==================== block 1
block_1/pinout.png
Scale bar: 20 um. Pins as bars across the die edge, other pins in gray.
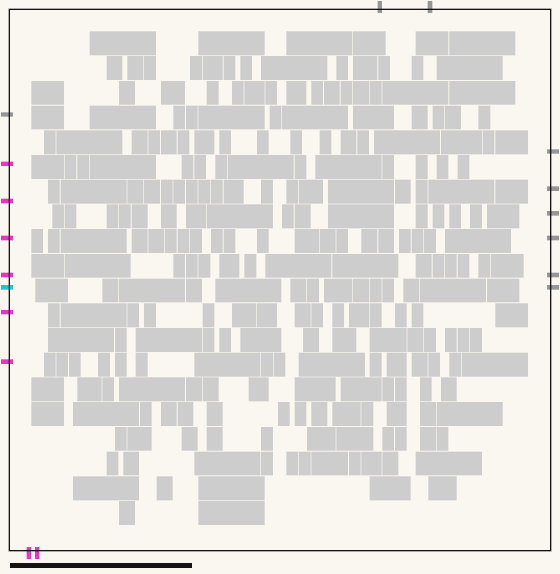

$ cat config.mk
export PLATFORM = sky130hd
export DESIGN_NAME = nibble_divider
export DESIGN_NICKNAME = d
export VERILOG_FILES = /design/src/rtl/nibble_divider.sv
export SDC_FILE = /design/constraint.sdc
export NUM_CORES = 1
export LEC_CHECK = 0
export ABC_AREA = 1
export CAP_MARGIN = 20
export CORE_MARGIN = 2
export CORE_UTILIZATION = 59
export CTS_CLUSTER_DIAMETER = 150
export DETAILED_ROUTE_END_ITERATION = 10
export PLACE_DENSITY = 0.9
export SLEW_MARGIN = 15
export SYNTH_ARGS = -nofsm -noshare
export SYNTH_HDL_FRONTEND = slang
export SYNTH_SLANG_ARGS = --single-unit
$ cat constraint.sdc
create_clock -name clk -period 2.16 [get_ports clk]
set_input_delay 0.432 -clock clk [delete_from_list [all_inputs] [get_ports clk]]
set_output_delay 0.432 -clock clk [all_outputs]
set_load 0.05 [all_outputs]
$ cat src/rtl/nibble_divider.sv
// -----------------------------------------------------------------------------
// nibble_divider
//
// Byte-command divider. A command byte is registered into in_q, then decoded
// while the FSM is idle: ops load a 4-bit divisor and the two halves of an
// 8-bit dividend. Loading the low half also starts a restoring division of
// eight MSB-first steps. The result is {quotient[3:0], remainder[3:0]}, or
// 8'hFF when the divisor is zero or the quotient does not fit in 4 bits.
//
// Ports
//   clk     in   1  rising-edge clock
//   rst     in   1  synchronous, active-high reset
//   io_in   in   8  command: [7:6] op, [5:4] reserved, [3:0] nibble operand
//                   op 00 idle, 01 load divisor, 10 load dividend high,
//                   11 load dividend low and start
//   io_out  out  8  registered result byte; holds between results
// -----------------------------------------------------------------------------
module nibble_divider (
    input  logic       clk,
    input  logic       rst,
    input  logic [7:0] io_in,
    output logic [7:0] io_out
);

    typedef enum logic {
        IDLE = 1'b0,
        RUN  = 1'b1
    } state_t;

    localparam logic [1:0] OP_IDLE  = 2'b00;
    localparam logic [1:0] OP_DIV   = 2'b01;
    localparam logic [1:0] OP_HIGH  = 2'b10;
    localparam logic [1:0] OP_START = 2'b11;

    state_t     state_q;
    logic [7:0] in_q;       // registered command byte
    logic [3:0] divisor_q;  // programmed divisor
    logic [3:0] div_hi_q;   // programmed dividend high nibble
    logic [3:0] div_lo_q;   // programmed dividend low nibble
    logic [3:0] wdiv_q;     // divisor snapshot used by the running division
    logic [4:0] rem_q;      // partial remainder
    logic [7:0] quo_q;      // dividend bits shift out the top, quotient bits in
    logic [2:0] cnt_q;      // step count, 0..7
    logic [7:0] out_q;

    // One restoring-division step, evaluated from the current working state.
    logic [4:0] rem_shift;
    logic       step_ge;
    logic [4:0] rem_d;
    logic [7:0] quo_d;
    logic [7:0] result_d;

    always_comb begin
        rem_shift = {rem_q[3:0], quo_q[7]};
        step_ge   = (rem_shift >= {1'b0, wdiv_q});
        rem_d     = step_ge ? (rem_shift - {1'b0, wdiv_q}) : rem_shift;
        quo_d     = {quo_q[6:0], step_ge};
        // A zero divisor or a quotient above 15 cannot be encoded in the
        // nibble result, so both report the out-of-range code 8'hFF.
        if ((wdiv_q == 4'd0) || (quo_d[7:4] != 4'd0)) begin
            result_d = 8'hFF;
        end else begin
            result_d = {quo_d[3:0], rem_d[3:0]};
        end
    end

    // NOTE: sequential state uses non-blocking (<=) assignments so every
    // register samples the pre-edge values of the others. All state here is
    // flops (no memory arrays), so every register is cleared by reset.
    always_ff @(posedge clk) begin
        if (rst) begin
            state_q   <= IDLE;
            in_q      <= 8'h00;
            divisor_q <= 4'h0;
            div_hi_q  <= 4'h0;
            div_lo_q  <= 4'h0;
            wdiv_q    <= 4'h0;
            rem_q     <= 5'h00;
            quo_q     <= 8'h00;
            cnt_q     <= 3'd0;
            out_q     <= 8'h00;
        end else begin
            in_q <= io_in;
            unique case (state_q)
                IDLE: begin
                    unique case (in_q[7:6])
                        OP_IDLE: ;
                        OP_DIV:  divisor_q <= in_q[3:0];
                        OP_HIGH: div_hi_q  <= in_q[3:0];
                        OP_START: begin
                            div_lo_q <= in_q[3:0];
                            // Snapshot operands; the low nibble comes straight
                            // from the command since div_lo_q updates this edge.
                            wdiv_q   <= divisor_q;
                            quo_q    <= {div_hi_q, in_q[3:0]};
                            rem_q    <= 5'h00;
                            cnt_q    <= 3'd0;
                            state_q  <= RUN;
                        end
                        default: ;
                    endcase
                end
                RUN: begin
                    // Commands are not decoded here, so loads are ignored.
                    rem_q <= rem_d;
                    quo_q <= quo_d;
                    cnt_q <= cnt_q + 3'd1;
                    if (cnt_q == 3'd7) begin
                        out_q   <= result_d;
                        state_q <= IDLE;
                    end
                end
                default: state_q <= IDLE;
            endcase
        end
    end

    assign io_out = out_q;

endmodule

==================== block 2
File: config.mk
export PLATFORM = sky130hd
export DESIGN_NAME = rx_dmac
export DESIGN_NICKNAME = d
export VERILOG_FILES = /design/src/rtl/rx_dmac.sv
export SDC_FILE = /design/constraint.sdc
export NUM_CORES = 1
export LEC_CHECK = 0
export CAP_MARGIN = 20
export CORE_AREA = 2 2 232 234
export DETAILED_ROUTE_END_ITERATION = 6
export DIE_AREA = 0 0 234 236
export PLACE_DENSITY_LB_ADDON = 0.25
export RECOVER_POWER = 25
export SKIP_CTS_REPAIR_TIMING = 1
export SYNTH_ARGS = -nofsm -noshare
export SYNTH_HDL_FRONTEND = slang
export SYNTH_SLANG_ARGS = --single-unit
File: constraint.sdc
create_clock -name clk -period 19.7 [get_ports clk]
set_input_delay 2.955 -clock clk [delete_from_list [all_inputs] [get_ports clk]]
set_output_delay 2.955 -clock clk [all_outputs]
set_load 0.005 [all_outputs]
File: src/rtl/rx_dmac.sv
// Receive-side DMA: drains the RX AXI-Stream into a circular DDR window through an
// AXI4 write master, one fixed-length INCR burst at a time, tracking window occupation.
module rx_dmac #(
    parameter int unsigned ADDR_W = 48,
    parameter int unsigned DATA_W = 128
) (
    input  logic                clk,
    input  logic                rst_n,
    input  logic                write_enable,
    output logic                write_busy,
    input  logic [ADDR_W-1:0]   write_base_address,
    input  logic [31:0]         write_ddr_size,
    input  logic [8:0]          write_burst_len,
    input  logic [31:0]         write_burst_count,
    input  logic [DATA_W-1:0]   s_axis_rx_tdata,
    input  logic                s_axis_rx_tvalid,
    output logic                s_axis_rx_tready,
    input  logic                rx_fifo_has_burst,
    input  logic                rx_fifo_full,
    output logic [ADDR_W-1:0]   m_axi_awaddr,
    output logic [7:0]          m_axi_awlen,
    output logic                m_axi_awvalid,
    input  logic                m_axi_awready,
    output logic [DATA_W-1:0]   m_axi_wdata,
    output logic [DATA_W/8-1:0] m_axi_wstrb,
    output logic                m_axi_wlast,
    output logic                m_axi_wvalid,
    input  logic                m_axi_wready,
    input  logic [1:0]          m_axi_bresp,
    input  logic                m_axi_bvalid,
    output logic                m_axi_bready,
    input  logic [16:0]         write_access_size_bytes,
    input  logic                write_access_tick,
    output logic                write_access_tick_ack,
    output logic                write_burst_tick,
    output logic [31:0]         write_total_burst_count,
    output logic [31:0]         write_current_burst_address,
    output logic [1:0]          write_bresp,
    output logic                write_overflow_ins,
    output logic [7:0]          write_overflow_count,
    output logic [31:0]         write_ddr_occupation,
    output logic                write_ddr_full,
    output logic [2:0]          write_state
);

    typedef enum logic [2:0] {
        IDLE  = 3'd0,
        CHECK = 3'd1,
        ADDR  = 3'd2,
        DATA  = 3'd3,
        RESP  = 3'd4,
        NEXT  = 3'd5
    } state_t;

    state_t      state;
    logic [7:0]  beat_idx;
    logic [31:0] burst_cnt;
    logic [31:0] burst_bytes;
    logic [8:0]  len_m1;
    logic        w_beat;
    logic        resp_hs;
    logic        tick_take;
    logic [32:0] occ_plus_burst;
    logic [33:0] occ_sum;
    logic [33:0] occ_sub;
    logic [33:0] occ_diff;
    logic [ADDR_W:0] addr_inc;
    logic [ADDR_W:0] win_end;

    assign burst_bytes = {19'd0, write_burst_len, 4'd0};
    assign len_m1      = write_burst_len - 9'd1;

    // W channel is a straight pass-through of the stream while in DATA
    assign m_axi_wdata      = s_axis_rx_tdata;
    assign m_axi_wstrb      = '1;
    assign m_axi_wvalid     = (state == DATA) && s_axis_rx_tvalid;
    assign s_axis_rx_tready = (state == DATA) && m_axi_wready;
    assign m_axi_wlast      = (state == DATA) && ({1'b0, beat_idx} == len_m1);
    assign w_beat           = m_axi_wvalid && m_axi_wready;

    assign resp_hs   = (state == RESP) && m_axi_bvalid && m_axi_bready;
    assign tick_take = write_access_tick && !write_access_tick_ack;

    assign occ_plus_burst = {1'b0, write_ddr_occupation} + {1'b0, burst_bytes};
    assign write_ddr_full = occ_plus_burst > {1'b0, write_ddr_size};

    assign addr_inc = {1'b0, m_axi_awaddr} + {{(ADDR_W-31){1'b0}}, burst_bytes};
    assign win_end  = {1'b0, write_base_address} + {{(ADDR_W-31){1'b0}}, write_ddr_size};

    assign write_busy  = (state != IDLE);
    assign write_state = state;

    // A burst add and a host drain in the same cycle net out; the result clamps at zero
    always_comb begin
        occ_sum = {2'b00, write_ddr_occupation};
        if (resp_hs)
            occ_sum = occ_sum + {2'b00, burst_bytes};
        occ_sub = '0;
        if (tick_take)
            occ_sub = {17'd0, write_access_size_bytes};
        occ_diff = (occ_sum > occ_sub) ? (occ_sum - occ_sub) : '0;
    end

    always_ff @(posedge clk) begin
        if (!rst_n) begin
            state                       <= IDLE;
            beat_idx                    <= '0;
            burst_cnt                   <= '0;
            m_axi_awaddr                <= write_base_address;
            m_axi_awlen                 <= '0;
            m_axi_awvalid               <= 1'b0;
            m_axi_bready                <= 1'b0;
            write_access_tick_ack       <= 1'b0;
            write_burst_tick            <= 1'b0;
            write_total_burst_count     <= '0;
            write_current_burst_address <= '0;
            write_bresp                 <= '0;
            write_overflow_ins          <= 1'b0;
            write_overflow_count        <= '0;
            write_ddr_occupation        <= '0;
        end else begin
            write_burst_tick      <= 1'b0;
            write_overflow_ins    <= 1'b0;
            write_access_tick_ack <= write_access_tick;
            write_ddr_occupation  <= occ_diff[31:0];

            case (state)
                IDLE: begin
                    m_axi_awaddr <= write_base_address;
                    beat_idx     <= '0;
                    burst_cnt    <= '0;
                    if (write_enable) begin
                        state <= CHECK;
                    end else begin
                        write_total_burst_count <= '0;
                        write_overflow_count    <= '0;
                    end
                end
                CHECK: begin
                    if (rx_fifo_has_burst && !write_ddr_full) begin
                        m_axi_awvalid               <= 1'b1;
                        m_axi_awlen                 <= len_m1[7:0];
                        write_current_burst_address <= m_axi_awaddr[31:0];
                        state                       <= ADDR;
                    end else if (rx_fifo_full && write_ddr_full) begin
                        write_overflow_ins <= 1'b1;
                        if (write_overflow_count != 8'hFF)
                            write_overflow_count <= write_overflow_count + 8'd1;
                    end
                end
                ADDR: begin
                    if (m_axi_awready) begin
                        m_axi_awvalid <= 1'b0;
                        state         <= DATA;
                    end
                end
                DATA: begin
                    if (w_beat) begin
                        if (m_axi_wlast) begin
                            beat_idx     <= '0;
                            m_axi_bready <= 1'b1;
                            state        <= RESP;
                        end else begin
                            beat_idx <= beat_idx + 8'd1;
                        end
                    end
                end
                RESP: begin
                    if (m_axi_bvalid) begin
                        m_axi_bready            <= 1'b0;
                        write_bresp             <= m_axi_bresp;
                        write_burst_tick        <= 1'b1;
                        burst_cnt               <= burst_cnt + 32'd1;
                        write_total_burst_count <= write_total_burst_count + 32'd1;
                        m_axi_awaddr            <= (addr_inc >= win_end) ? write_base_address
                                                                         : addr_inc[ADDR_W-1:0];
                        state                   <= NEXT;
                    end
                end
                NEXT: begin
                    if (write_enable && !write_bresp[1] &&
                        (write_burst_count == 32'd0 || burst_cnt < write_burst_count))
                        state <= CHECK;
                    else
                        state <= IDLE;
                end
                default: state <= IDLE;
            endcase
        end
    end

endmodule


==> screenshots <==
Metal 3.
shot_01.png
Scale bar: 20 um.
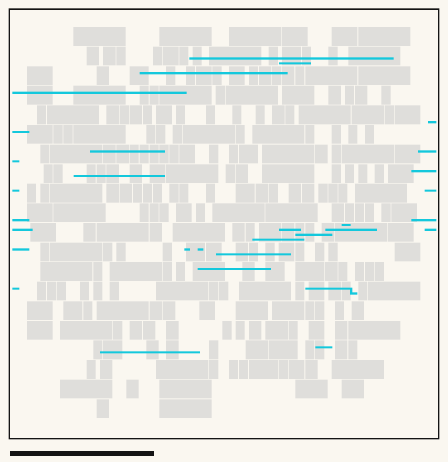
shot_02.png
Scale bar: 50 um.
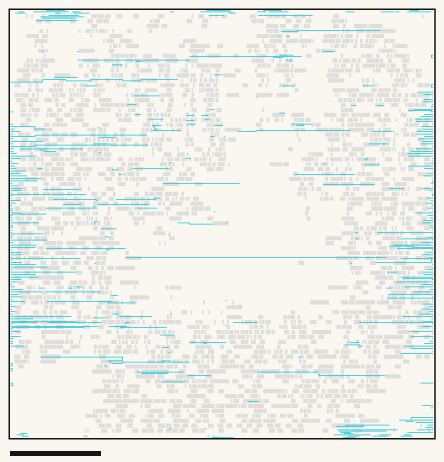
Block 2 is shot_02.png.
Block 1 is shot_01.png.

Key to shot_02.png:
335 nets have wire on it. The layer carries 3,870 um of wire.

block_2/m4.png
Scale bar: 50 um.
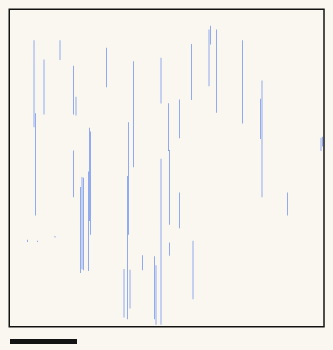
The longest straight run is 124 um. The layer holds 3.3% of the routed length. The layer carries 1,900 um of wire. 31 nets have wire on it. The wires run mostly vertical.
total number of vias: 15,555
Routed WL: 56,900 um

==> run notes, block 2 <==
Synthesis and PnR results.

- The synthesis-to-finish area growth reads 23.0%.
- The net switching power of the design is 0.000815 W.
- The endpoint with the worst hold slack is write_current_burst_address[0]$_SDFFE_PN0P_.
- The placement row count is 85.
- The global-route congestion overflow total is 0.
- In this run the number of H-tree levels came out at 1.
- The met3 layer usage reported by global route is 4.68%.
- The origin of the worst min-delay path reads write_current_burst_address[0]$_SDFFE_PN0P_.
- The primary flip-flop cell chosen by synthesis mapping is sky130_fd_sc_hd__dfxtp_1.
- The dominant delay contributor by cell family on the critical path reads AND-OR/OR-AND gates.
- The source of the critical timing path is write_burst_len[0].
- The flow ran to the end, but the final reports show violations.
- In the final layout, the multi-input gates occupy 11,200 um2.
- The met1 usage is about a quarter.
- The number of flip-flops in the largest register reads 48.
- The post-route total power is 0.00210 W.
- The pin count of the biggest net entering global routing is just under 50.
- The final reports fail on max-capacitance violations, max-slew violations.
- The count of max-cap constraint violations is 2.
- The final worst-path cycle share reads 55.3%.
- The final weighted congestion in routability-driven placement is 0.898.
- Among all cell classes, the greatest summed area belongs to multi-input combinational cells.
- In this run the standard cell core region covers ~53,000 um2.
- The via density per instance reads approximately 5.2.
- The max-slew violation count is approximately 75.
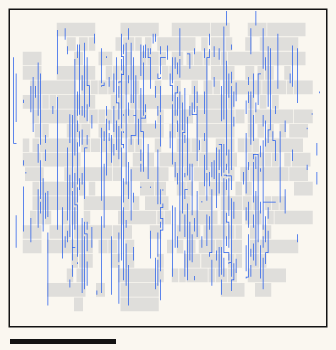
block_1/m2.png
Scale bar: 20 um.
The wires run mostly vertical. The layer carries 1,670 um of wire. The layer holds 49% of the routed length.
total number of vias: 1,524
Routed WL: 3390 um

About block_1/pinout.png:
Key: `rst` = cyan [pins 1, direction input, edge west]; `io_in` = magenta [pins 8, direction input, edge 6 west, 2 south]
All pins by edge: 8 west, 6 east, 2 south, 2 north.
Vert. Die Dim: 59.4 um
width of the chip: 59.4 um
tally of buffers added on design ports: 15

==> run notes, block 1 <==
Synthesis and PnR results.

- The non-clock inverters instantiated in the layout total 38.
- The clock tree root buffer cell is sky130_fd_sc_hd__clkbuf_4.
- The portion of the layout cell area used by clock cells is 2.77%.
- The number of inserted filler cells in the final layout reads 263.
- The adder-cell share of the synthesized area reads 5.24%.
- The half-perimeter wire length after placement is 2500 um.
- The H-tree depth reported by CTS is 2.
- The number of multi-input combinational cells in the layout reads 156.
- The flow ran to the end, and the final reports show no timing, DRC or antenna violations.
- The startpoint class of the critical path is a flop.
- The post-route total power reads 0.00134 W.
- The CTS tree is built.
- The slew check shows that the tightest pin keeps a relative margin of 67.0%.
- The number of gates resized after CTS is 0.
- The count of max-cap constraint violations is 0.
- By area the synthesized netlist is led by sky130_fd_sc_hd__dfxtp_1 (46%), sky130_fd_sc_hd__nand2_1 (10%), sky130_fd_sc_hd__nor2_1 (7.2%).
- The dominant delay contributor by cell family on the critical path reads buffers and inverters.
- The count of endpoints failing setup in the final report reads 0.
- The count of cells in the finished layout, fillers not included, comes to 294.
- Counting pins that exceed their max-slew limit in the final report gives 0.
- The cell type of the slowest stage on the worst timing path reads sky130_fd_sc_hd__clkdlybuf4s50_1.
- The highest metal layer with signal wires reads met4.
- Per the OpenROAD floorplan log, the area of the core is 2980 um2.
- The worst reg-to-reg setup slack reads 0.58 ns.
- In this run the number of cells on the critical path is 1.


==> gallery <==
Track usage over the die.
panel A
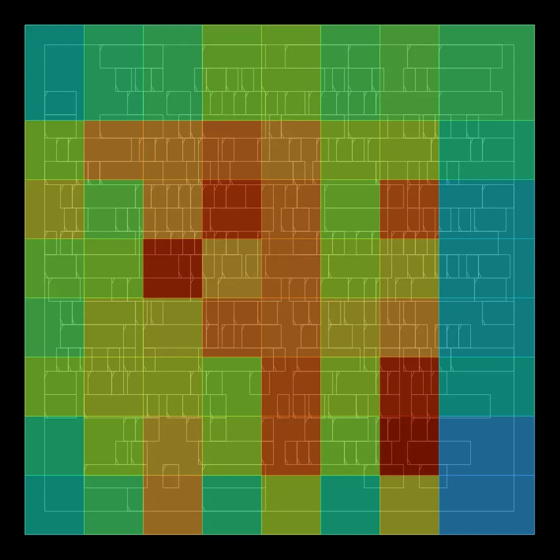
panel B
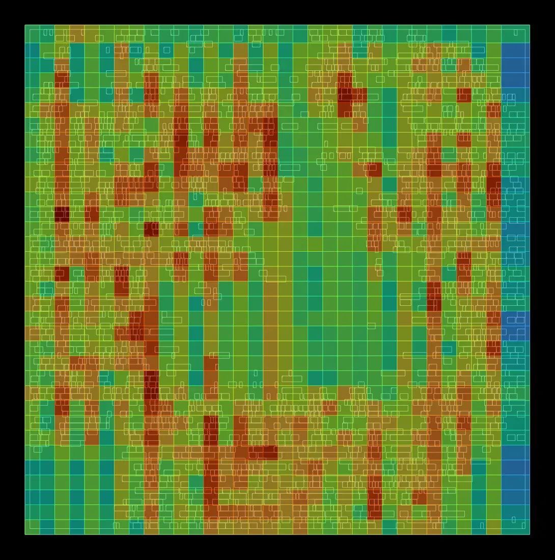
The one with the highest track usage is panel A.
The one with the most wire per cell is panel B.
block 2: panel B
block 1: panel A

Power is estimated from default activity; no workload was simulated.
